==================== design 1
**Design 1: cells by drive strength**

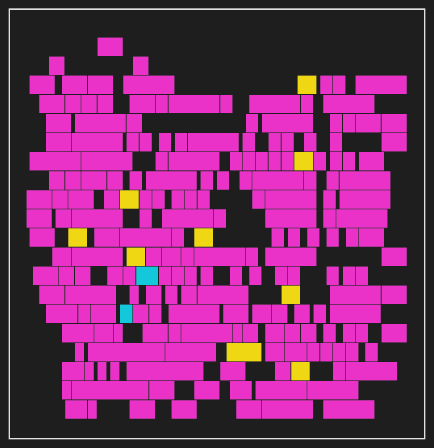

<file path="src/rtl/db_pipe_sync_pkg.sv">
// Shared helpers for the elastic register pipeline: occupancy update decode.
package db_pipe_sync_pkg;

  typedef enum logic [1:0] {
    OCC_HOLD,
    OCC_INC,
    OCC_DEC,
    OCC_CLEAR
  } occ_op_e;

  // Simultaneous input and output transfers cancel; clear wins over both.
  function automatic occ_op_e occ_op(input logic clear, input logic in_fire, input logic out_fire);
    if (clear) return OCC_CLEAR;
    if (in_fire && !out_fire) return OCC_INC;
    if (out_fire && !in_fire) return OCC_DEC;
    return OCC_HOLD;
  endfunction

endpackage

</file>
<file path="src/rtl/db_pipe_stage.sv">
// One elastic pipeline register: takes the upstream word whenever it is empty
// or its own word is leaving downstream.
module db_pipe_stage
  import db_pipe_sync_pkg::*;
#(
  parameter int              WIDTH   = 8,
  parameter logic [WIDTH-1:0] RST_VAL = '0
) (
  input  logic             clk,
  input  logic             rst,
  input  logic             flush,
  input  logic             up_valid,
  input  logic [WIDTH-1:0] up_data,
  input  logic             dn_ready,
  output logic             valid,
  output logic [WIDTH-1:0] data,
  output logic             ready
);

  assign ready = !valid | dn_ready;

  // Data only moves with a real word so empty stages keep their last contents.
  always_ff @(posedge clk) begin
    if (rst) begin
      valid <= 1'b0;
      data  <= RST_VAL;
    end else begin
      if (flush) begin
        valid <= 1'b0;
      end else if (ready) begin
        valid <= up_valid;
      end
      if (ready && up_valid && !flush) begin
        data <= up_data;
      end
    end
  end

endmodule

</file>
<file path="src/rtl/db_pipe_sync.sv">
// Parametrised elastic register pipeline with valid/ready handshake,
// synchronous flush and a registered occupancy count.
module db_pipe_sync
  import db_pipe_sync_pkg::*;
#(
  parameter int               WIDTH   = 8,
  parameter int               DEPTH   = 4,
  parameter logic [WIDTH-1:0] RST_VAL = '0
) (
  input  logic                       clk,
  input  logic                       rst,
  input  logic                       flush,
  input  logic                       in_valid,
  output logic                       in_ready,
  input  logic [WIDTH-1:0]           in_data,
  output logic                       out_valid,
  input  logic                       out_ready,
  output logic [WIDTH-1:0]           out_data,
  output logic [$clog2(DEPTH+1)-1:0] occupancy
);

  localparam int OCC_W = $clog2(DEPTH + 1);

  if (WIDTH < 1 || DEPTH < 1) begin : g_bad_param
    $error("db_pipe_sync: WIDTH and DEPTH must both be at least 1");
  end

  logic [DEPTH-1:0] v;
  logic [WIDTH-1:0] d [DEPTH];
  logic             in_fire;
  logic             out_fire;

  // Each stage keeps its own ready net so the chain has no vector self-dependency.
  for (genvar i = 0; i < DEPTH; i++) begin : g_stage
    logic             up_valid;
    logic [WIDTH-1:0] up_data;
    logic             dn_ready;
    logic             rdy;

    if (i == 0) begin : g_head
      assign up_valid = in_valid;
      assign up_data  = in_data;
    end else begin : g_body
      assign up_valid = v[i-1];
      assign up_data  = d[i-1];
    end

    if (i == DEPTH - 1) begin : g_tail
      assign dn_ready = out_ready;
    end else begin : g_link
      assign dn_ready = g_stage[i+1].rdy;
    end

    db_pipe_stage #(
      .WIDTH   (WIDTH),
      .RST_VAL (RST_VAL)
    ) u_stage (
      .clk      (clk),
      .rst      (rst),
      .flush    (flush),
      .up_valid (up_valid),
      .up_data  (up_data),
      .dn_ready (dn_ready),
      .valid    (v[i]),
      .data     (d[i]),
      .ready    (rdy)
    );
  end

  assign in_ready  = g_stage[0].rdy & !flush;
  assign out_valid = v[DEPTH-1];
  assign out_data  = d[DEPTH-1];
  assign in_fire   = in_valid & in_ready;
  assign out_fire  = out_valid & out_ready;

  always_ff @(posedge clk) begin
    case (occ_op(rst | flush, in_fire, out_fire))
      OCC_CLEAR: occupancy <= '0;
      OCC_INC:   occupancy <= occupancy + OCC_W'(1);
      OCC_DEC:   occupancy <= occupancy - OCC_W'(1);
      default:   occupancy <= occupancy;
    endcase
  end

endmodule

</file>
<file path="config.mk">
export PLATFORM = sky130hd
export DESIGN_NAME = db_pipe_sync
export DESIGN_NICKNAME = d
export VERILOG_FILES = /design/src/rtl/db_pipe_sync_pkg.sv /design/src/rtl/db_pipe_stage.sv /design/src/rtl/db_pipe_sync.sv
export SDC_FILE = /design/constraint.sdc
export NUM_CORES = 1
export LEC_CHECK = 0
export ABC_CLOCK_PERIOD_IN_PS = 4900
export CAP_MARGIN = 20
export CORE_AREA = 2 2 57 59
export CTS_BUF_LIST = sky130_fd_sc_hd__clkbuf_4 sky130_fd_sc_hd__clkbuf_8
export CTS_CLUSTER_SIZE = 10
export DETAILED_ROUTE_END_ITERATION = 7
export DIE_AREA = 0 0 59 61
export HOLD_SLACK_MARGIN = 0.03
export PLACE_DENSITY = 0.83
export REMOVE_ABC_BUFFERS = 1
export SLEW_MARGIN = 20
export SYNTH_ARGS = -nofsm -noshare
export SYNTH_HDL_FRONTEND = slang
export SYNTH_SLANG_ARGS = --single-unit
</file>
<file path="constraint.sdc">
create_clock -name clk -period 4.9 [get_ports clk]
set_input_delay 0.98 -clock clk [delete_from_list [all_inputs] [get_ports clk]]
set_output_delay 0.98 -clock clk [all_outputs]
set_load 0.01 [all_outputs]
</file>
==================== design 2
### src/rtl/cordic_pkg.sv
// Shared CORDIC definitions: widths, gain constant, FSM encoding and the
// micro-rotation arithmetic used by both vectoring and rotation cells.
package cordic_pkg;

    localparam int         INOUT_WIDTH  = 16;
    localparam int         ITER_NUM_DEF = 9;
    localparam int         XW           = INOUT_WIDTH + 1;
    localparam logic [6:0] K_CONST_DEF  = 7'b0100111;
    localparam int         K_FRAC       = 6;

    typedef logic signed [XW-1:0] xw_t;

    typedef struct packed {
        xw_t x;
        xw_t y;
    } xy_t;

    typedef enum logic [1:0] {
        S_IDLE  = 2'd0,
        S_ITER  = 2'd1,
        S_SCALE = 2'd2
    } state_e;

    // y == 0 counts as non-negative, so only the sign bits matter
    function automatic logic dir_bit(input xw_t x, input xw_t y);
        return x[XW-1] ^ y[XW-1];
    endfunction

    function automatic xy_t micro_rot(input xw_t x, input xw_t y,
                                      input logic d, input logic [3:0] shift);
        logic signed [XW:0] xe;
        logic signed [XW:0] ye;
        logic signed [XW:0] xs;
        logic signed [XW:0] ys;
        logic signed [XW:0] sx;
        logic signed [XW:0] sy;
        xy_t                res;
        xe = {x[XW-1], x};
        ye = {y[XW-1], y};
        xs = xe >>> shift;
        ys = ye >>> shift;
        if (d) begin
            sx = xe - ys;
            sy = ye + xs;
        end else begin
            sx = xe + ys;
            sy = ye - xs;
        end
        // keep the true sign on top of the low INOUT_WIDTH bits
        res.x         = xw_t'(sx);
        res.x[XW-1]   = sx[XW];
        res.y         = xw_t'(sy);
        res.y[XW-1]   = sy[XW];
        return res;
    endfunction

endpackage

### src/rtl/cordic_micro_rot.sv
// One combinational CORDIC micro-rotation stage (x, y, d, shift -> x', y').
module cordic_micro_rot
    import cordic_pkg::*;
(
    input  xw_t        i_x,
    input  xw_t        i_y,
    input  logic       i_d,
    input  logic [3:0] i_shift,
    output xw_t        o_x,
    output xw_t        o_y
);

    xy_t res_s;

    // apply the shared package arithmetic
    always_comb begin
        res_s = micro_rot(i_x, i_y, i_d, i_shift);
    end

    assign o_x = res_s.x;
    assign o_y = res_s.y;

endmodule

### src/rtl/cordic_vectoring.sv
// Vectoring-mode CORDIC boundary cell: streams one direction bit per
// iteration, then emits the gain-compensated magnitude of (x, y).
module cordic_vectoring
    import cordic_pkg::*;
#(
    parameter int         ITER_NUM = ITER_NUM_DEF,
    parameter logic [6:0] K_CONST  = K_CONST_DEF
) (
    input  logic                          i_clk,
    input  logic                          i_rst,
    input  logic                          i_data_valid,
    input  logic signed [INOUT_WIDTH-1:0] i_data_x,
    input  logic signed [INOUT_WIDTH-1:0] i_data_y,
    output logic                          o_ready,
    output logic                          o_d_valid,
    output logic                          o_d,
    output logic                          o_data_valid,
    output logic signed [INOUT_WIDTH-1:0] o_r
);

    localparam logic [3:0] LAST_ITER = 4'(ITER_NUM - 1);
    localparam int         PW        = INOUT_WIDTH + K_FRAC;

    state_e                        state_q;
    state_e                        state_d;
    logic [3:0]                    iter_q;
    logic [3:0]                    iter_d;
    xw_t                           x_q;
    xw_t                           x_d;
    xw_t                           y_q;
    xw_t                           y_d;
    logic                          d_q;
    logic                          d_d;
    logic                          d_valid_q;
    logic                          d_valid_d;
    logic signed [INOUT_WIDTH-1:0] r_q;
    logic signed [INOUT_WIDTH-1:0] r_d;
    logic                          r_valid_q;
    logic                          r_valid_d;

    xw_t                           op_x_s;
    xw_t                           op_y_s;
    xw_t                           rot_x_s;
    xw_t                           rot_y_s;
    logic                          dir_s;
    logic signed [PW-1:0]          prod_s;

    // iteration 0 works straight off the inputs, later ones off the registers
    always_comb begin
        if (state_q == S_IDLE) begin
            op_x_s = {i_data_x[INOUT_WIDTH-1], i_data_x};
            op_y_s = {i_data_y[INOUT_WIDTH-1], i_data_y};
        end else begin
            op_x_s = x_q;
            op_y_s = y_q;
        end
        dir_s = dir_bit(op_x_s, op_y_s);
    end

    cordic_micro_rot u_micro_rot (
        .i_x     (op_x_s),
        .i_y     (op_y_s),
        .i_d     (dir_s),
        .i_shift (iter_q),
        .o_x     (rot_x_s),
        .o_y     (rot_y_s)
    );

    // gain compensation; only the low PW product bits survive the >>> 6 and truncation
    always_comb begin
        prod_s = $signed({{(PW-XW){x_q[XW-1]}}, x_q}) * $signed({{(PW-7){1'b0}}, K_CONST});
    end

    // next-state and datapath update
    always_comb begin
        state_d   = state_q;
        iter_d    = iter_q;
        x_d       = x_q;
        y_d       = y_q;
        d_d       = d_q;
        d_valid_d = 1'b0;
        r_d       = r_q;
        r_valid_d = 1'b0;
        case (state_q)
            S_IDLE: begin
                if (i_data_valid) begin
                    x_d       = rot_x_s;
                    y_d       = rot_y_s;
                    d_d       = dir_s;
                    d_valid_d = 1'b1;
                    iter_d    = 4'd1;
                    if (ITER_NUM == 1) begin
                        state_d = S_SCALE;
                    end else begin
                        state_d = S_ITER;
                    end
                end else begin
                    state_d = S_IDLE;
                end
            end
            S_ITER: begin
                x_d       = rot_x_s;
                y_d       = rot_y_s;
                d_d       = dir_s;
                d_valid_d = 1'b1;
                iter_d    = iter_q + 4'd1;
                if (iter_q == LAST_ITER) begin
                    state_d = S_SCALE;
                end else begin
                    state_d = S_ITER;
                end
            end
            S_SCALE: begin
                r_d       = INOUT_WIDTH'(prod_s >>> K_FRAC);
                r_valid_d = 1'b1;
                iter_d    = 4'd0;
                state_d   = S_IDLE;
            end
            default: begin
                iter_d  = 4'd0;
                state_d = S_IDLE;
            end
        endcase
    end

    // state and output registers
    always_ff @(posedge i_clk) begin
        if (i_rst) begin
            state_q   <= S_IDLE;
            iter_q    <= 4'd0;
            x_q       <= '0;
            y_q       <= '0;
            d_q       <= 1'b0;
            d_valid_q <= 1'b0;
            r_q       <= '0;
            r_valid_q <= 1'b0;
        end else begin
            state_q   <= state_d;
            iter_q    <= iter_d;
            x_q       <= x_d;
            y_q       <= y_d;
            d_q       <= d_d;
            d_valid_q <= d_valid_d;
            r_q       <= r_d;
            r_valid_q <= r_valid_d;
        end
    end

    assign o_ready      = (state_q == S_IDLE);
    assign o_d          = d_q;
    assign o_d_valid    = d_valid_q;
    assign o_r          = r_q;
    assign o_data_valid = r_valid_q;

endmodule
### config.mk
export PLATFORM = sky130hd
export DESIGN_NAME = cordic_vectoring
export DESIGN_NICKNAME = d
export VERILOG_FILES = /design/src/rtl/cordic_pkg.sv /design/src/rtl/cordic_micro_rot.sv /design/src/rtl/cordic_vectoring.sv
export SDC_FILE = /design/constraint.sdc
export NUM_CORES = 1
export LEC_CHECK = 0
export ABC_AREA = 1
export CORE_MARGIN = 2
export CORE_UTILIZATION = 65
export DETAILED_ROUTE_END_ITERATION = 8
export GPL_TIMING_DRIVEN = 0
export PLACE_DENSITY = 0.92
export SETUP_SLACK_MARGIN = 0.2
export SYNTH_ARGS = -nofsm -noshare
export SYNTH_HDL_FRONTEND = slang
export SYNTH_SLANG_ARGS = --single-unit
export TNS_END_PERCENT = 10
### constraint.sdc
create_clock -name i_clk -period 8.5 [get_ports i_clk]
set_input_delay 1.7 -clock i_clk [delete_from_list [all_inputs] [get_ports i_clk]]
set_output_delay 1.7 -clock i_clk [all_outputs]
set_load 0.02 [all_outputs]
==================== design 3
`config.mk`:
```
export PLATFORM = sky130hd
export DESIGN_NAME = stream_demux_1to2
export DESIGN_NICKNAME = d
export VERILOG_FILES = /design/src/rtl/stream_demux_1to2_pkg.sv /design/src/rtl/demux_chan_fifo.sv /design/src/rtl/stream_demux_1to2.sv
export SDC_FILE = /design/constraint.sdc
export NUM_CORES = 1
export LEC_CHECK = 0
export CORE_MARGIN = 2
export CORE_UTILIZATION = 38
export DETAILED_ROUTE_END_ITERATION = 8
export DONT_BUFFER_PORTS = 1
export GPL_ROUTABILITY_DRIVEN = 1
export PLACE_DENSITY_LB_ADDON = 0.05
export RECOVER_POWER = 50
export SETUP_SLACK_MARGIN = 0.1
export SLEW_MARGIN = 15
export SYNTH_ARGS = -nofsm -noshare
export SYNTH_HDL_FRONTEND = slang
export SYNTH_SLANG_ARGS = --single-unit
```
`constraint.sdc`:
```
create_clock -name clk -period 7 [get_ports clk]
set_input_delay 0.7 -clock clk [delete_from_list [all_inputs] [get_ports clk]]
set_output_delay 0.7 -clock clk [all_outputs]
set_load 0.01 [all_outputs]
```
`src/rtl/stream_demux_1to2_pkg.sv`:
```
// Shared defaults and constants for the 1-to-2 stream demultiplexer and its
// per-channel buffer.
package stream_demux_1to2_pkg;

  localparam int DATA_W_DEF = 8;
  localparam int DEPTH_DEF  = 2;
  localparam int CNT_W      = 8;

  localparam logic CH0 = 1'b0;
  localparam logic CH1 = 1'b1;

  typedef logic [CNT_W-1:0] cnt_t;

endpackage

```
`src/rtl/demux_chan_fifo.sv`:
```
// One output channel: a DEPTH-entry FIFO with a registered head word and a
// wrapping delivered-byte counter.
module demux_chan_fifo
  import stream_demux_1to2_pkg::*;
#(
  parameter int DATA_W = DATA_W_DEF,
  parameter int DEPTH  = DEPTH_DEF
) (
  input  logic              clk,
  input  logic              rst,
  input  logic              push_i,
  input  logic [DATA_W-1:0] push_data_i,
  output logic              full_o,
  output logic              valid_o,
  input  logic              ready_i,
  output logic [DATA_W-1:0] data_o,
  output cnt_t              count_o
);

  localparam int PTR_W = $clog2(DEPTH);
  localparam int OCC_W = PTR_W + 1;
  localparam logic [OCC_W-1:0] OCC_FULL = OCC_W'(DEPTH);

  logic [DATA_W-1:0] mem_q [DEPTH];
  logic [PTR_W-1:0]  wr_ptr_q, wr_ptr_d;
  logic [PTR_W-1:0]  rd_ptr_q, rd_ptr_d;
  logic [OCC_W-1:0]  occ_q, occ_d;
  logic [DATA_W-1:0] data_q, data_d;
  cnt_t              count_q, count_d;
  logic              push;
  logic              pop;

  assign full_o  = (occ_q == OCC_FULL);
  assign valid_o = (occ_q != '0);
  assign push    = push_i & ~full_o;
  assign pop     = valid_o & ready_i;
  assign data_o  = data_q;
  assign count_o = count_q;

  // NOTE: every signal driven here gets its default first, so no path leaves a latch.
  always_comb begin
    wr_ptr_d = wr_ptr_q;
    rd_ptr_d = rd_ptr_q;
    occ_d    = occ_q;
    data_d   = data_q;
    count_d  = count_q;

    if (push) wr_ptr_d = wr_ptr_q + 1'b1;
    if (pop) begin
      rd_ptr_d = rd_ptr_q + 1'b1;
      count_d  = count_q + 1'b1;
    end

    case ({push, pop})
      2'b10:   occ_d = occ_q + 1'b1;
      2'b01:   occ_d = occ_q - 1'b1;
      default: occ_d = occ_q;
    endcase

    // The head register tracks the entry rd_ptr_d will point at; when that
    // slot is being written this very cycle, the incoming word bypasses memory.
    if (occ_d != '0) begin
      if (push && (wr_ptr_q == rd_ptr_d)) data_d = push_data_i;
      else                                data_d = mem_q[rd_ptr_d];
    end
  end

  // NOTE: the storage array is deliberately not reset; only data_q is visible,
  // and it is cleared by reset, so stale entries can never reach the output.
  always_ff @(posedge clk) begin
    if (push) mem_q[wr_ptr_q] <= push_data_i;
  end

  // NOTE: state registers use non-blocking assignments so every flop samples
  // the pre-edge value of its inputs.
  always_ff @(posedge clk or posedge rst) begin
    if (rst) begin
      wr_ptr_q <= '0;
      rd_ptr_q <= '0;
      occ_q    <= '0;
      data_q   <= '0;
      count_q  <= '0;
    end else begin
      wr_ptr_q <= wr_ptr_d;
      rd_ptr_q <= rd_ptr_d;
      occ_q    <= occ_d;
      data_q   <= data_d;
      count_q  <= count_d;
    end
  end

endmodule

```
`src/rtl/stream_demux_1to2.sv`:
```
// 1-to-2 stream demultiplexer: steers each accepted input byte to the channel
// named by s_sel; each channel buffers independently.
module stream_demux_1to2
  import stream_demux_1to2_pkg::*;
#(
  parameter int DATA_W = DATA_W_DEF,
  parameter int DEPTH  = DEPTH_DEF
) (
  input  logic              clk,
  input  logic              rst,
  input  logic              s_valid,
  output logic              s_ready,
  input  logic [DATA_W-1:0] s_data,
  input  logic              s_sel,
  output logic              m0_valid,
  input  logic              m0_ready,
  output logic [DATA_W-1:0] m0_data,
  output logic [CNT_W-1:0]  m0_count,
  output logic              m1_valid,
  input  logic              m1_ready,
  output logic [DATA_W-1:0] m1_data,
  output logic [CNT_W-1:0]  m1_count
);

  logic full0, full1;
  logic accept;
  logic push0, push1;

  // Ready looks only at the addressed channel, so a full channel never blocks
  // the other one; reset forces it low whichever channel is selected.
  assign s_ready = ~rst & ((s_sel == CH1) ? ~full1 : ~full0);
  assign accept  = s_valid & s_ready;
  assign push0   = accept & (s_sel == CH0);
  assign push1   = accept & (s_sel == CH1);

  demux_chan_fifo #(.DATA_W(DATA_W), .DEPTH(DEPTH)) u_chan0 (
    .clk        (clk),
    .rst        (rst),
    .push_i     (push0),
    .push_data_i(s_data),
    .full_o     (full0),
    .valid_o    (m0_valid),
    .ready_i    (m0_ready),
    .data_o     (m0_data),
    .count_o    (m0_count)
  );

  demux_chan_fifo #(.DATA_W(DATA_W), .DEPTH(DEPTH)) u_chan1 (
    .clk        (clk),
    .rst        (rst),
    .push_i     (push1),
    .push_data_i(s_data),
    .full_o     (full1),
    .valid_o    (m1_valid),
    .ready_i    (m1_ready),
    .data_o     (m1_data),
    .count_o    (m1_count)
  );

endmodule

```

==> layout pictures side by side <==
Register map, names as in the netlist.
panel A
Other sequential cells in the stronger grey, the rest of the logic in the fainter grey.
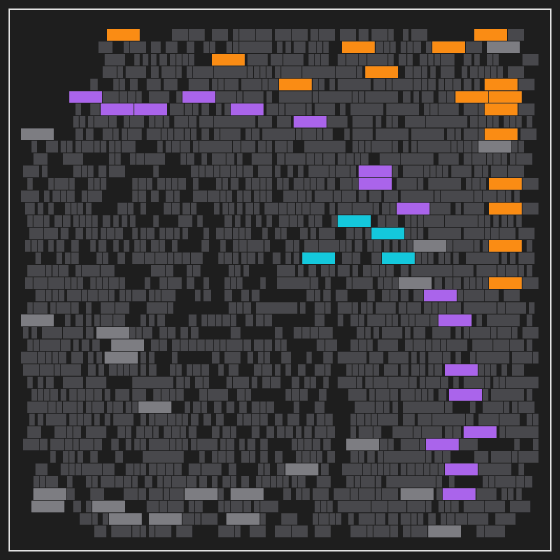
panel B
Other cells in grey.
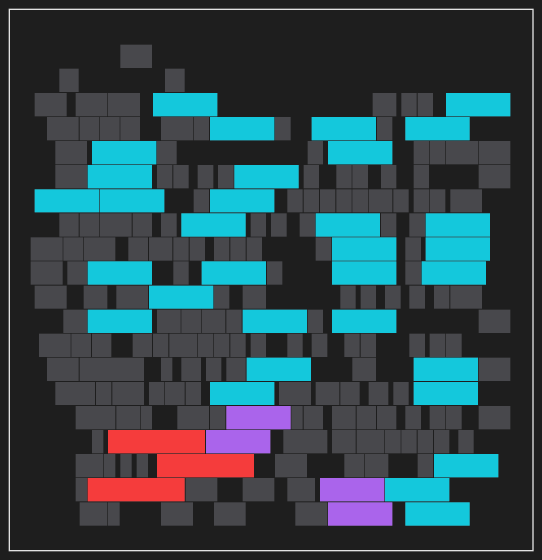
panel C
Other sequential cells in the stronger grey, the rest of the logic in the fainter grey.
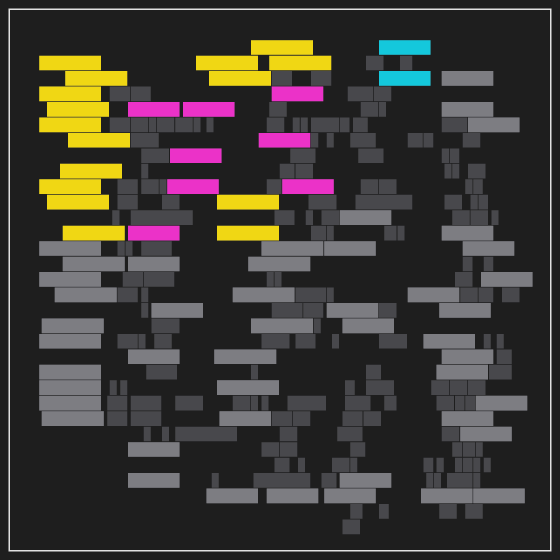
design 2: panel A
design 1: panel B
design 3: panel C

Key to panel B:
| name in the netlist | colour | flops |
|---|---|---|
| g_stage.u_stage.data | cyan | 32 |
| g_stage.u_stage.valid | purple | 4 |
| occupancy | red | 3 |

**Design 3: cell area per tile**

10 x 10 tiles, from black (low) to pale yellow (high), 0 to 100% covered.
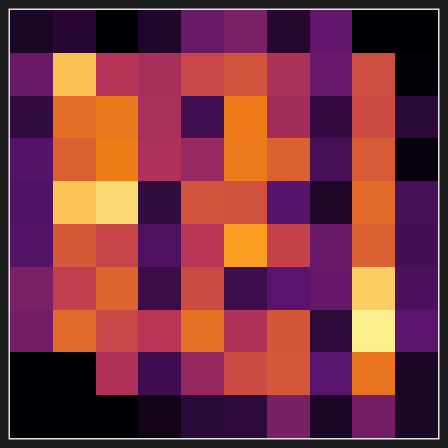
tiles over 75% full: 6.0%
fullest tile: 96%
nearly empty tiles: 10%
mean over tiles: 37%

==> results.txt, design 3 <==
run metrics: status finished clean, HPWL Detailed ~4400 µm, yosys stat chip area 3150 µm², worst endpoint required time between 7 and 8 ns, synthesized area ~3100 µm², GRT Total Usage between 10 and 15%, share of cells above drive strength 1 14.7%, CTS max path bufs 2, Die Ht 95 µm, # nets final around 250, Max Cap Viol 0, total power 0.00161 W, DRT iter0 DRCs around 46, GRT overflow 0, Post-Syn Instances ~230, worst hold path class input pin to async pin, Root Driver clkbuf_8, H-Tree Depth 3, routability cong. between 0.7 and 0.8, top cells by area dfrtp_1 (32%), edfxtp_1 (31%), mux2i_1 (5.1%), cell area after layout around 3500 µm², area delta synth->final 9.66%, final hold slack 0.318 ns, post-synthesis async set-or-reset flop share a little under three fifths
-- design 3: power by group --
part,leakage (nW),switching (W),internal (W)
clock network,0.103,0.000158,0.000201
logic,0.478,0.000271,0.000245
registers,0.769,0.000165,0.000566
-- design 3: final cells by class --
cell class	count	area (µm²)	share of cell area, %
sequential	72	1960	56.9
multi-input combinational	134	1070	31.0
tap	105	131	3.81
clock buffer	9	124	3.59
clock inverter	7	96.3	2.79
inverter	14	55.1	1.60
timing repair buffer	2	11.3	0.326
-- design 3: per-layer routing --
layer,part of all wire (%),wire (µm),GRT usage (%),vias to the layer above
met1,42,2580,16.6,867
met5,0,0,0,-
met2,48,2930,24.1,55
met3,8.5,518,6.23,8
met4,1.6,95,6.04,0
li1,-,-,-,817
-- design 3: state kept, by name, summed over array words and instances, names as in the netlist, 2 cells and up --
signal	cells
u_chan0.count_o	8
u_chan1.data_o	8
u_chan0.occ_q	2
u_chan1.occ_q	2
u_chan1.mem_q	16
u_chan0.mem_q	16
u_chan0.data_o	8
u_chan1.count_o	8
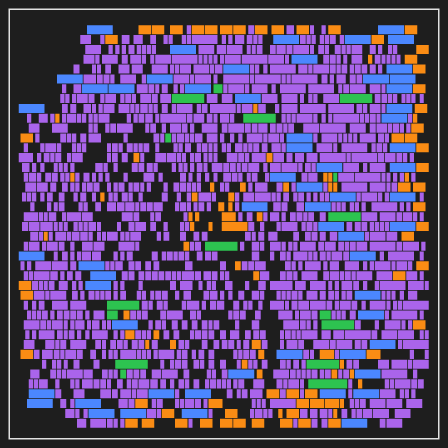
**Above:** design 2 (placed cells, one colour a class).
| class | colour | cells | share of their area |
|---|---|---|---|
| remaining logic cells | purple | 1210 | 75% |
| remaining buffers and delay cells | orange | 106 | 8.9% |
| registers | blue | 59 | 13% |
| clock drivers and dummy loads | green | 16 | 3.2% |

**Design 2: cell area per tile**

12 x 12 tiles, from black (low) to pale yellow (high), 0 to 100% covered.
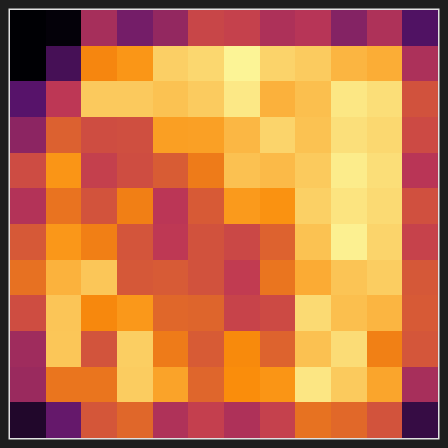
fullest tile: 98%
emptiest ninth of the die: upper left
tiles over 75% full: 42%
nearly empty tiles: 2.1%
mean over tiles: 67%

==> results.txt, design 2 <==
run metrics: status finished clean, initial antenna violation count 0, leading area contributor after synthesis dfxtp_1, Final Hold Fails 0, non-clock buffer area fraction after layout between 8 and 9%, via/cell ratio 5.91, yosys stat chip area between 8000 and 9000 µm², Num CTS Buffers 9, fin util between 70 and 80%, Seq group approximately 0.0004 W, Non-Clock Buffer Count roughly 110, total power 0.00316 W, First-pass DRT Iterations 7, Top-area cell share roughly 14%, HPWL Detailed around 21000 µm, commonest non-fill, non-tap cells in the layout nand2_1 (278), inv_1 (221), nand3_1 (124), o21ai_0 (91), ha_1 (90), Clk pin slew, worst setup/hold paths around 0.06 ns, CLK BUF 10, final period utilization 76.8%, routed len/inst between 15 and 20 µm
[design 2: cells in the mapped netlist, drive strengths merged]
cell and instances:
dfxtp 59, nand4 4, xnor2 16, buf 33, nand3b 3, a21o 6, inv 230, nor4 1
o21a 3, o311ai 1, ha 90, o211ai 9, or2 6, nand2 304, a21oi 77, a31oi 4
o31ai 2, o21bai 17, xor2 49, nor2 84, mux2i 1, a21boi 1, o221ai 2, nand3 131
fa 30, nor3 5, o21ai 133, clkbuf 19, a211oi 1
[design 2: metrics by stage]
stage | hold WS (ns) | area [µm²] | worst slack, ns
after CTS | 0.460 | 9550 | 2.20
after global routing | 0.494 | 9550 | 1.72
after floorplan | 0.430 | 8500 | 3.37
after global placement | 0.447 | 9250 | 1.90
after detailed placement | 0.450 | 9250 | 1.85
final | 0.463 | 9550 | 1.97
[design 2: kinds of logic after synthesis]
family / after synthesis / share of synthesized area [%]
AOI/OAI and AO/OA: 256 / 17.1
xor gates and xnor gates: 65 / 6.70
DFF: 59 / 13.9
buffers and inverters: 282 / 13.5
adders and majority gates: 120 / 20.3
muxes: 1 / 0.118
and+or+nand+nor: 538 / 28.4
**Design 1: routing congestion map**

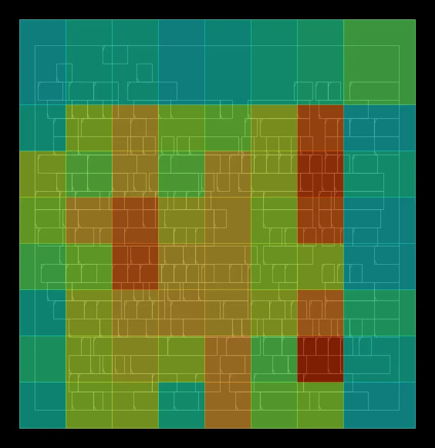
grt peak-use layer: met2
Global Route met1 Usage: 23.4%

**Design 1: placed cells, one colour a class**

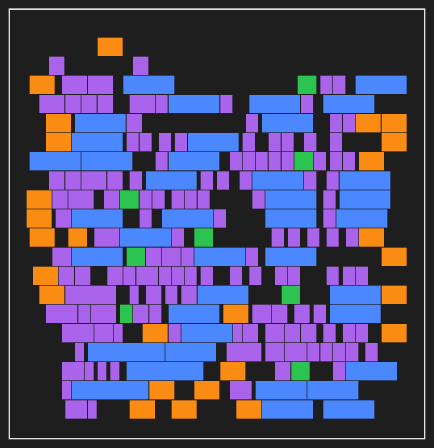
| class | colour | cells | share of their area |
|---|---|---|---|
| registers | blue | 39 | 42% |
| remaining logic cells | purple | 133 | 41% |
| clock drivers and dummy loads | green | 8 | 3.0% |
| remaining buffers and delay cells | orange | 26 | 13% |

About 'cells by drive strength' of design 1:
| size | colour | cells | share |
|---|---|---|---|
| x1 and smaller | magenta | 195 | 95% |
| x2 | cyan | 2 | 0.97% |
| x3 and x4 | yellow | 9 | 4.4% |

==> results.txt, design 1 <==
run metrics: most numerous cell in the Yosys netlist dfxtp_1, pin count of the biggest net entering global routing between 40 and 50, final period utilization slightly above 70%, Area-dominant class registers, die area ~3600 µm², combinational share of cell area ~40%, multi-input gates between 100 and 150, Top-area cell share between 40 and 50%, sequential cell area share ~41%, Clock Sinks 39, GRT Total Usage approximately a fifth, Basic Gates by Area a little over 20%, Post-Route WL roughly 3000 µm, synthesized area around 1700 µm², comb area leader simple AND/OR/NAND/NOR gates, setup violators final 0, Non-Filler Instances 239, FF-to-FF Start g_stage[3].u_stage.valid, RR Endpoint occupancy[2], status finished clean, critical path endpoint category output port, fillers roughly 240, hold path start g_stage[1].u_stage.data[2]
[design 1: worst max-delay path by stage]
stage | start | endpoint | slack [ns] | cells past startpoint
2_1_floorplan | out_ready | occupancy[2] | 2.09 | 8
3_5_place_dp | out_ready | occupancy[1] | 1.33 | 8
3_3_place_gp | out_ready | in_ready | 1.43 | 4
6_report | out_ready | in_ready | 1.40 | 4
5_1_grt | out_ready | in_ready | 1.34 | 4
4_1_cts | out_ready | in_ready | 1.39 | 4
[design 1: routing by layer]
metal | global-route usage (%) | vias to the layer above
met1 | 23.4 | 633
met4 | 9.09 | 0
li1 | - | 685
met5 | 0 | -
met2 | 33.2 | 28
met3 | 4.69 | 6
[design 1: power groups by stage]
| stage | clock network (W) | registers [W] | logic (W) |
|---|---|---|---|
| 2_1_floorplan | 0 | 0.000343 | 0.0000243 |
| 3_3_place_gp | 0 | 0.000342 | 0.0000518 |
| 3_5_place_dp | 0 | 0.000343 | 0.0000548 |
| 4_1_cts | 0.000165 | 0.000336 | 0.0000550 |
| 5_1_grt | 0.000181 | 0.000336 | 0.0000591 |
| 6_report | 0.000164 | 0.000336 | 0.0000545 |

==================== design 4
File: config.mk
export PLATFORM = sky130hd
export DESIGN_NAME = data_sync_mc
export DESIGN_NICKNAME = d
export VERILOG_FILES = /design/src/rtl/data_sync_pkg.sv /design/src/rtl/data_sync_ch.sv /design/src/rtl/data_sync_mc.sv
export SDC_FILE = /design/constraint.sdc
export NUM_CORES = 1
export LEC_CHECK = 0
export CELL_PAD_IN_SITES_DETAIL_PLACEMENT = 0
export CELL_PAD_IN_SITES_GLOBAL_PLACEMENT = 1
export CORE_ASPECT_RATIO = 0.5
export CORE_UTILIZATION = 35
export DETAILED_ROUTE_END_ITERATION = 6
export PLACE_DENSITY = 0.75
export SYNTH_ARGS = -nofsm -noshare
export SYNTH_HDL_FRONTEND = slang
export SYNTH_SLANG_ARGS = --single-unit
File: constraint.sdc
create_clock -name CLK -period 5.29 [get_ports CLK]
set_input_delay 0.7935 -clock CLK [delete_from_list [all_inputs] [get_ports CLK]]
set_output_delay 0.7935 -clock CLK [all_outputs]
set_load 0.03 [all_outputs]
File: src/rtl/data_sync_pkg.sv
// Shared constants and helpers for the multi-channel enable-qualified synchronizer.
// Latency: none (package only).
// Backpressure: none (package only).
package data_sync_pkg;

    // Qualifier interpretation per channel
    localparam logic MODE_LEVEL  = 1'b0;  // rising edge of the qualifier is an event
    localparam logic MODE_TOGGLE = 1'b1;  // any change of the qualifier is an event

    // Bit width needed to hold values 0..value-1, never narrower than one bit
    function automatic int clog2_min1(input int value);
        int r;
        r = $clog2(value);
        return (r < 1) ? 1 : r;
    endfunction

endpackage

File: src/rtl/data_sync_ch.sv
// One channel: qualifier sync chain, event detect, raw data capture, ack toggle, hold window, overrun flag.
// Latency: qualifier change first sampled at edge E1 -> sync_dat/enable_pulse update at edge E1+NUM_STAGES.
// Backpressure: none; the source must hold data until ack_tgl flips, events inside the hold window set ovf.
module data_sync_ch
    import data_sync_pkg::*;
#(
    parameter int   NUM_STAGES = 2,
    parameter int   BUS_WIDTH  = 8,
    parameter int   HOLD_CYC   = 4,
    parameter logic MODE       = MODE_LEVEL
) (
    input  logic                 clk,
    input  logic                 rst,
    input  logic [BUS_WIDTH-1:0] unsync_dat,
    input  logic                 enable,
    input  logic                 clr_ovf,
    output logic [BUS_WIDTH-1:0] sync_dat,
    output logic                 enable_pulse,
    output logic                 ack_tgl,
    output logic                 busy,
    output logic                 ovf
);

    // A chain shorter than two flops cannot both synchronize and compare old/new values
    if (NUM_STAGES < 2) begin : g_bad_stages
        $error("data_sync_ch: NUM_STAGES must be >= 2");
    end

    localparam int             CNT_W   = clog2_min1(HOLD_CYC + 1);
    localparam logic [CNT_W-1:0] HOLD_LD = CNT_W'(HOLD_CYC);

    logic [NUM_STAGES-1:0] sync_q;   // sync_q[0] is the newest sample
    logic                  evt;
    logic                  evt_q;
    logic [CNT_W-1:0]      cnt;

    // Qualifier synchronizer chain
    always_ff @(posedge clk or posedge rst) begin
        if (rst) begin
            sync_q <= '0;
        end else begin
            sync_q <= {sync_q[NUM_STAGES-2:0], enable};
        end
    end

    // New-data event from the last two synchronized samples
    always_comb begin
        evt = 1'b0;
        if (MODE == MODE_TOGGLE) begin
            evt = sync_q[NUM_STAGES-2] ^ sync_q[NUM_STAGES-1];
        end else begin
            evt = sync_q[NUM_STAGES-2] & ~sync_q[NUM_STAGES-1];
        end
    end

    // Register the event so capture happens from a clean flop output
    always_ff @(posedge clk or posedge rst) begin
        if (rst) begin
            evt_q <= 1'b0;
        end else begin
            evt_q <= evt;
        end
    end

    // Capture raw data (already stable by the source contract), pulse and toggle ack
    always_ff @(posedge clk or posedge rst) begin
        if (rst) begin
            sync_dat     <= '0;
            enable_pulse <= 1'b0;
            ack_tgl      <= 1'b0;
        end else if (evt_q) begin
            sync_dat     <= unsync_dat;
            enable_pulse <= 1'b1;
            ack_tgl      <= ~ack_tgl;
        end else begin
            enable_pulse <= 1'b0;
        end
    end

    // Hold window counter: reload on every capture, count down and stick at zero
    always_ff @(posedge clk or posedge rst) begin
        if (rst) begin
            cnt <= '0;
        end else if (evt_q) begin
            cnt <= HOLD_LD;
        end else if (cnt != '0) begin
            cnt <= cnt - 1'b1;
        end
    end

    assign busy = (cnt != '0);

    // Sticky overrun: a capture inside the hold window sets it; set beats clear
    always_ff @(posedge clk or posedge rst) begin
        if (rst) begin
            ovf <= 1'b0;
        end else if (evt_q && busy) begin
            ovf <= 1'b1;
        end else if (clr_ovf) begin
            ovf <= 1'b0;
        end
    end

endmodule

File: src/rtl/data_sync_mc.sv
// Multi-channel enable-qualified synchronizer in the destination domain; channels are independent.
// Latency: qualifier change first sampled at edge E1 -> sync_bus/enable_pulse update at edge E1+NUM_STAGES.
// Backpressure: none; source waits for ack_tgl per channel, early events are flagged on ovf.
module data_sync_mc
    import data_sync_pkg::*;
#(
    parameter int              NUM_STAGES = 2,
    parameter int              BUS_WIDTH  = 8,
    parameter int              NUM_CH     = 4,
    parameter int              HOLD_CYC   = 4,
    parameter logic [NUM_CH-1:0] MODE_MASK = '0
) (
    input  logic                        CLK,
    input  logic                        RST,
    input  logic [NUM_CH*BUS_WIDTH-1:0] unsync_bus,
    input  logic [NUM_CH-1:0]           bus_enable,
    input  logic [NUM_CH-1:0]           clr_ovf,
    output logic [NUM_CH*BUS_WIDTH-1:0] sync_bus,
    output logic [NUM_CH-1:0]           enable_pulse,
    output logic [NUM_CH-1:0]           ack_tgl,
    output logic [NUM_CH-1:0]           busy,
    output logic [NUM_CH-1:0]           ovf
);

    // One channel instance per slice; no logic is shared between channels
    for (genvar i = 0; i < NUM_CH; i++) begin : g_ch
        data_sync_ch #(
            .NUM_STAGES (NUM_STAGES),
            .BUS_WIDTH  (BUS_WIDTH),
            .HOLD_CYC   (HOLD_CYC),
            .MODE       (MODE_MASK[i])
        ) u_ch (
            .clk          (CLK),
            .rst          (RST),
            .unsync_dat   (unsync_bus[i*BUS_WIDTH +: BUS_WIDTH]),
            .enable       (bus_enable[i]),
            .clr_ovf      (clr_ovf[i]),
            .sync_dat     (sync_bus[i*BUS_WIDTH +: BUS_WIDTH]),
            .enable_pulse (enable_pulse[i]),
            .ack_tgl      (ack_tgl[i]),
            .busy         (busy[i]),
            .ovf          (ovf[i])
        );
    end

endmodule

==================== design 5
$ cat config.mk
export PLATFORM = sky130hd
export DESIGN_NAME = alu
export DESIGN_NICKNAME = d
export VERILOG_FILES = /design/src/rtl/alu_pkg.sv /design/src/rtl/alu_comb.sv /design/src/rtl/alu.sv
export SDC_FILE = /design/constraint.sdc
export NUM_CORES = 1
export LEC_CHECK = 0
export ABC_AREA = 1
export CORE_MARGIN = 2
export CORE_UTILIZATION = 56
export CTS_CLUSTER_DIAMETER = 80
export DETAILED_ROUTE_END_ITERATION = 16
export GPL_ROUTABILITY_DRIVEN = 1
export PLACE_DENSITY = 0.79
export SLEW_MARGIN = 20
export SYNTH_ARGS = -nofsm -noshare
export SYNTH_HDL_FRONTEND = slang
export SYNTH_SLANG_ARGS = --single-unit
$ cat constraint.sdc
create_clock -name clk -period 4 [get_ports clk]
set_clock_uncertainty 0.15 [all_clocks]
set_input_delay 0.8 -clock clk [delete_from_list [all_inputs] [get_ports clk]]
set_output_delay 0.8 -clock clk [all_outputs]
set_load 0.1 [all_outputs]
$ cat src/rtl/alu_pkg.sv
// Shared constants for the 4-bit ALU: datapath width and opcode encodings.
package alu_pkg;

    localparam int W = 4;

    // Shift amounts at or above this value clear the result.
    localparam logic [W-1:0] SHAMT_LIMIT = W[W-1:0];

    localparam logic [3:0] OP_RED_OR  = 4'b0000;
    localparam logic [3:0] OP_RED_AND = 4'b0001;
    localparam logic [3:0] OP_RED_XOR = 4'b0010;
    localparam logic [3:0] OP_AND     = 4'b0011;
    localparam logic [3:0] OP_OR      = 4'b0100;
    localparam logic [3:0] OP_XOR     = 4'b0101;
    localparam logic [3:0] OP_GT      = 4'b0110;
    localparam logic [3:0] OP_LT      = 4'b0111;
    localparam logic [3:0] OP_NOT     = 4'b1000;
    localparam logic [3:0] OP_EQ      = 4'b1001;
    localparam logic [3:0] OP_ADD     = 4'b1010;
    localparam logic [3:0] OP_SUB     = 4'b1011;
    localparam logic [3:0] OP_MUL     = 4'b1100;
    localparam logic [3:0] OP_SHR     = 4'b1101;
    localparam logic [3:0] OP_SHL     = 4'b1110;
    localparam logic [3:0] OP_NOT2    = 4'b1111;

endpackage

$ cat src/rtl/alu_comb.sv
// Combinational opcode decode and datapath for the ALU; produces next x/y.
module alu_comb
    import alu_pkg::*;
(
    input  logic [W-1:0] a,
    input  logic [W-1:0] b,
    input  logic [3:0]   opcode,
    output logic [W-1:0] next_x,
    output logic [W-1:0] next_y
);

    localparam logic [W-2:0] ZPAD = '0;

    logic [W:0]     sum;
    logic [W:0]     diff;
    logic [2*W-1:0] prod;

    // Decode the opcode; unary branches never touch b so an unknown b cannot leak in.
    always_comb begin
        next_x = '0;
        next_y = '0;
        sum    = '0;
        diff   = '0;
        prod   = '0;
        case (opcode)
            OP_RED_OR:  next_x = {ZPAD, |a};
            OP_RED_AND: next_x = {ZPAD, &a};
            OP_RED_XOR: next_x = {ZPAD, ^a};
            OP_AND:     next_x = a & b;
            OP_OR:      next_x = a | b;
            OP_XOR:     next_x = a ^ b;
            OP_GT:      next_x = {ZPAD, (a > b)};
            OP_LT:      next_x = {ZPAD, (a < b)};
            OP_NOT:     next_x = ~a;
            OP_EQ:      next_x = {ZPAD, (a == b)};
            OP_ADD: begin
                sum    = {1'b0, a} + {1'b0, b};
                next_x = sum[W-1:0];
                next_y = {ZPAD, sum[W]};
            end
            OP_SUB: begin
                // The extra MSB of the widened difference is the borrow (a < b).
                diff   = {1'b0, a} - {1'b0, b};
                next_x = diff[W-1:0];
                next_y = {ZPAD, diff[W]};
            end
            OP_MUL: begin
                prod   = {{W{1'b0}}, a} * {{W{1'b0}}, b};
                next_x = prod[W-1:0];
                next_y = prod[2*W-1:W];
            end
            OP_SHR: begin
                if (b >= SHAMT_LIMIT) next_x = '0;
                else                  next_x = a >> b;
            end
            OP_SHL: begin
                if (b >= SHAMT_LIMIT) next_x = '0;
                else                  next_x = a << b;
            end
            OP_NOT2:    next_x = ~a;
            // Unknown opcode drives zeros rather than letting outputs hold stale data.
            default: begin
                next_x = '0;
                next_y = '0;
            end
        endcase
    end

endmodule

$ cat src/rtl/alu.sv
// 4-bit, 16-operation ALU top: one-cycle registered x/y around alu_comb.
module alu
    import alu_pkg::*;
(
    input  logic         clk,
    input  logic         rst_n,
    input  logic [W-1:0] a,
    input  logic [W-1:0] b,
    input  logic [3:0]   opcode,
    output logic [W-1:0] x,
    output logic [W-1:0] y
);

    logic [W-1:0] x_d;
    logic [W-1:0] y_d;
    logic [W-1:0] x_q;
    logic [W-1:0] y_q;

    alu_comb u_comb (
        .a      (a),
        .b      (b),
        .opcode (opcode),
        .next_x (x_d),
        .next_y (y_d)
    );

    // Output registers; synchronous active-low reset takes priority over any op.
    always_ff @(posedge clk) begin
        if (!rst_n) begin
            x_q <= '0;
            y_q <= '0;
        end else begin
            x_q <= x_d;
            y_q <= y_d;
        end
    end

    assign x = x_q;
    assign y = y_q;

endmodule

**Design 4: register map, names as in the netlist**

Other sequential cells in the stronger grey, the rest of the logic in the fainter grey.
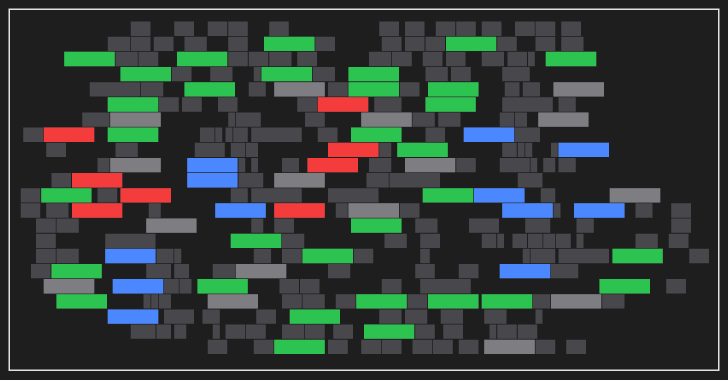
| name in the netlist | colour | flops |
|---|---|---|
| g_ch.u_ch.cnt | blue | 12 |
| g_ch.u_ch.sync_dat | green | 32 |
| g_ch.u_ch.sync_q | red | 8 |

==> results.txt, design 4 <==
run metrics: invs w/o clock 15, hold_buf cts 0, crit-path cells inv_1, ha_1, nand2b_1, clkdlybuf4s50_1, share of cells above drive strength 1 slightly below 20%, max FFs per register 32, DP Area 3610 µm², length in cells of the worst reg-to-reg path 2, CTS max path bufs 2, CP max stage delay 0.70 ns, clock share of power between 20% and 30%, WP depth 4, status finished clean, Seq group between 0.0007 and 0.0008 W, Hold Path Depth 0, Root Driver clkbuf_16, ClkCell Share between 7 and 8%, Post-Syn Instances approximately 190, Num CTS Buffers 9, Post-synth top flop dfrtp_1, sequential share of power 37.6%, Sw Share a little under a third, Setup Fix Bufs, Post-CTS 0, Slowest-stage cell, CP clkdlybuf4s50_1, Pwr Density a little under 500 nW/µm², GRT Total Usage between 10% and 20%, total power ~0.0019 W, clk pwr between 0.0005 and 0.0006 W, power share of the combinational group approximately a third
design 4: layout by cell type (no fill, tap or decap):
master	count
xor2_1	4
clkbuf_16	9
clkbuf_1	1
nor2_2	1
mux2_2	32
dfrtp_1	68
a211o_1	4
nand2b_1	4
nor2_1	5
ha_1	8
and2b_1	3
inv_1	14
nor2b_1	7
nor3b_1	6
buf_4	1
a211oi_1	4
inv_2	1
mux2_4	4
clkbuf_8	4
clkinv_2	1
clkdlybuf4s50_1	89
a22o_1	4
design 4: kinds of logic (layout without fill, tap and decap cells):
logic type	after synthesis	in the layout	synth area share (%)
AOI/OAI and AO/OA	12	12	3.65
and+or+nand+nor	26	26	5.89
xor gates and xnor gates	4	4	1.28
DFF	68	68	62.1
adders and majority gates	8	8	3.65
buffers and inverters	35	120	8.08
muxes	36	36	15.3
design 4: per-layer routing:
metal	routed length (µm)	vias to the layer above	share of wire, %
met4	87	0	1.7
li1	-	783	-
met3	194	8	3.9
met1	2240	840	45
met2	2490	26	50
met5	0	-	0
design 4: worst reg2reg max path, stage by stage (launching register included):
cell	delay [ns]
dfrtp_1	0.69
and2b_1	0.25
mux2_4	0.26
**Design 5: nets reached from selected ports**

The bar under the picture is 20 µm long.
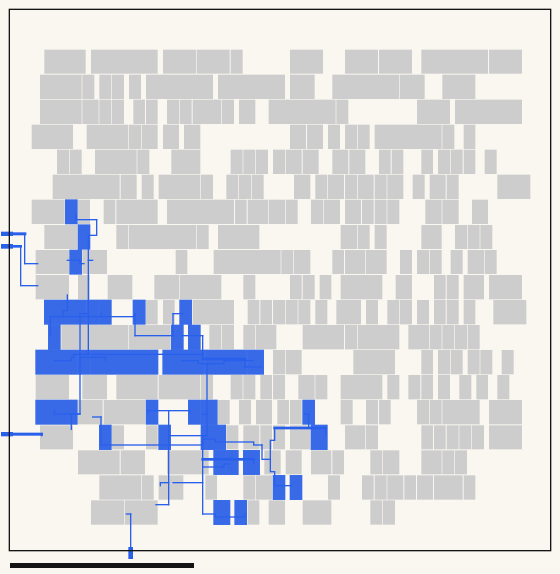
| port | colour | bits | direction | edge | end cells | buffers | wire |
|---|---|---|---|---|---|---|---|
| b | blue | 4 | input | 3 left, 1 bottom | 33 | 7 | 224 µm |

==> results.txt, design 5 <==
run metrics: ClkCell Share under 10%, fp util 59.6%, crit-path cells clkdlybuf4s50_1, nand2_1, fa_1, fa_1, inv_1, ha_1, nand3_1, nand2_1, nand2_1, nand2_1, a21oi_1, nand2_1, nand2_1, nor2_1, grt peak-use layer met2, DRC Markers 1, synthesized area 1670 µm², area delta synth->final 15.9%, fin util 69.1%, Final Hold Fails 0, Core Area roughly 2800 µm², DRT iter0 DRCs just over 80, sequential element share of the synthesized area roughly a tenth, Comb. pwr approximately 0.00021 W, Max Transition Viols Final 0, Post-Route WL 4110 µm, fin worst setup slack a little over 0.5 ns, status complete, but fails checks, HPWL Detailed 3500 µm, critical path launch point b[2], routed len/inst 12.2 µm, routed via count 1731, Root Driver clkbuf_4, failing checks DRC, Least-Margin Pin Slew 0.969 ns, First-pass DRT Iterations 10, DP Area around 1900 µm², Peak VDD IR about 140 µV, multi-input gates about 220, die area around 3400 µm²
[design 5: worst min-delay path by stage]
stage          slack, ns  endpoint
3_3_place_gp        1.28      x[0]
2_1_floorplan       0.76      y[0]
4_1_cts             0.99      x[0]
3_5_place_dp        1.27      x[0]
5_1_grt             1.00      x[0]
6_report             1.0      x[0]
[design 5: placed cells by master, fill, tap and decap left out]
cell type,count
and2_1,1
fa_1,6
nand4_1,5
or2_1,1
clkdlybuf4s50_1,21
nor3_1,3
o21ai_2,1
nor2_4,1
inv_1,46
dfxtp_1,8
or2_2,1
clkbuf_4,3
o21ai_0,10
a21oi_1,10
inv_2,2
a21o_2,1
xnor2_1,1
buf_4,6
nor2_1,36
ha_1,28
o211ai_1,2
xor2_1,1
nand2_1,88
nand3_1,20
nor2_2,3
[design 5: registers in the layout, indices dropped and copies added, names as in the netlist]
signal,count
x,4
y,4
[design 5: kinds of logic after synthesis]
logic type | after synthesis | synth area share [%]
compound gates | 24 | 7.93
xor+xnor | 2 | 1.05
fa+ha+maj | 34 | 28.1
flops | 8 | 9.57
simple gates | 159 | 39.5
buf+inv | 51 | 13.8

==> gallery <==
Cells by drive strength.
shot_01.png
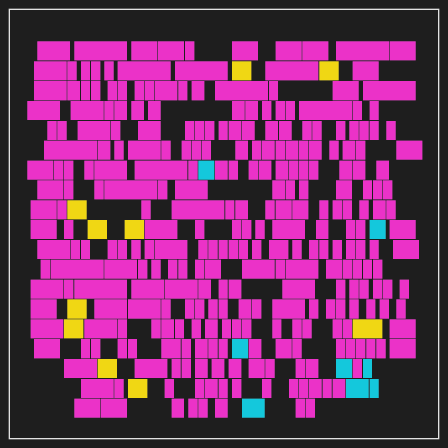
shot_02.png
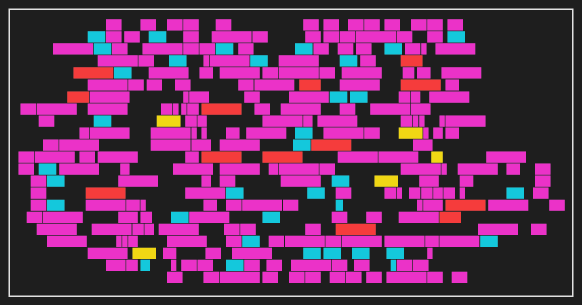
shot_01.png -> design 5
shot_02.png -> design 4

Key to shot_02.png:
| size | colour | cells | share |
|---|---|---|---|
| x3 and x4 | yellow | 5 | 1.8% |
| x2 | cyan | 35 | 13% |
| x6 and larger | red | 13 | 4.7% |
| x1 and smaller | magenta | 221 | 81% |



## Gallery

Placed cells, one colour a class.
(a)
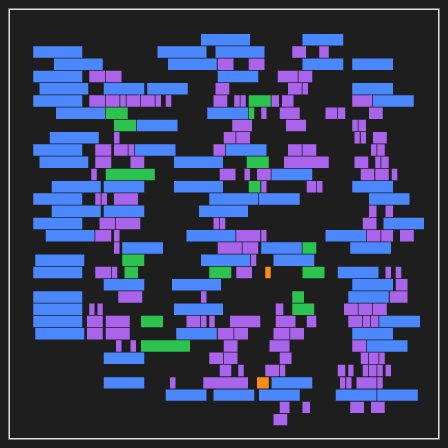
(b)
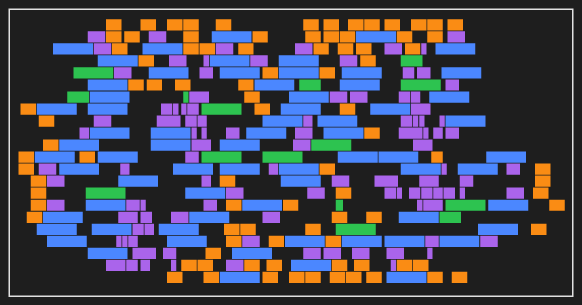
(c)
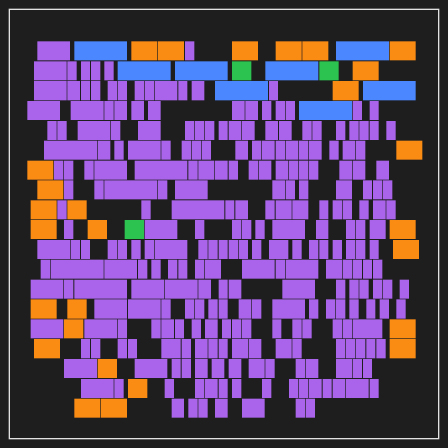
- (c) = design 5
- (b) = design 4
- (a) = design 3

Power and IR drop assume default switching activity.
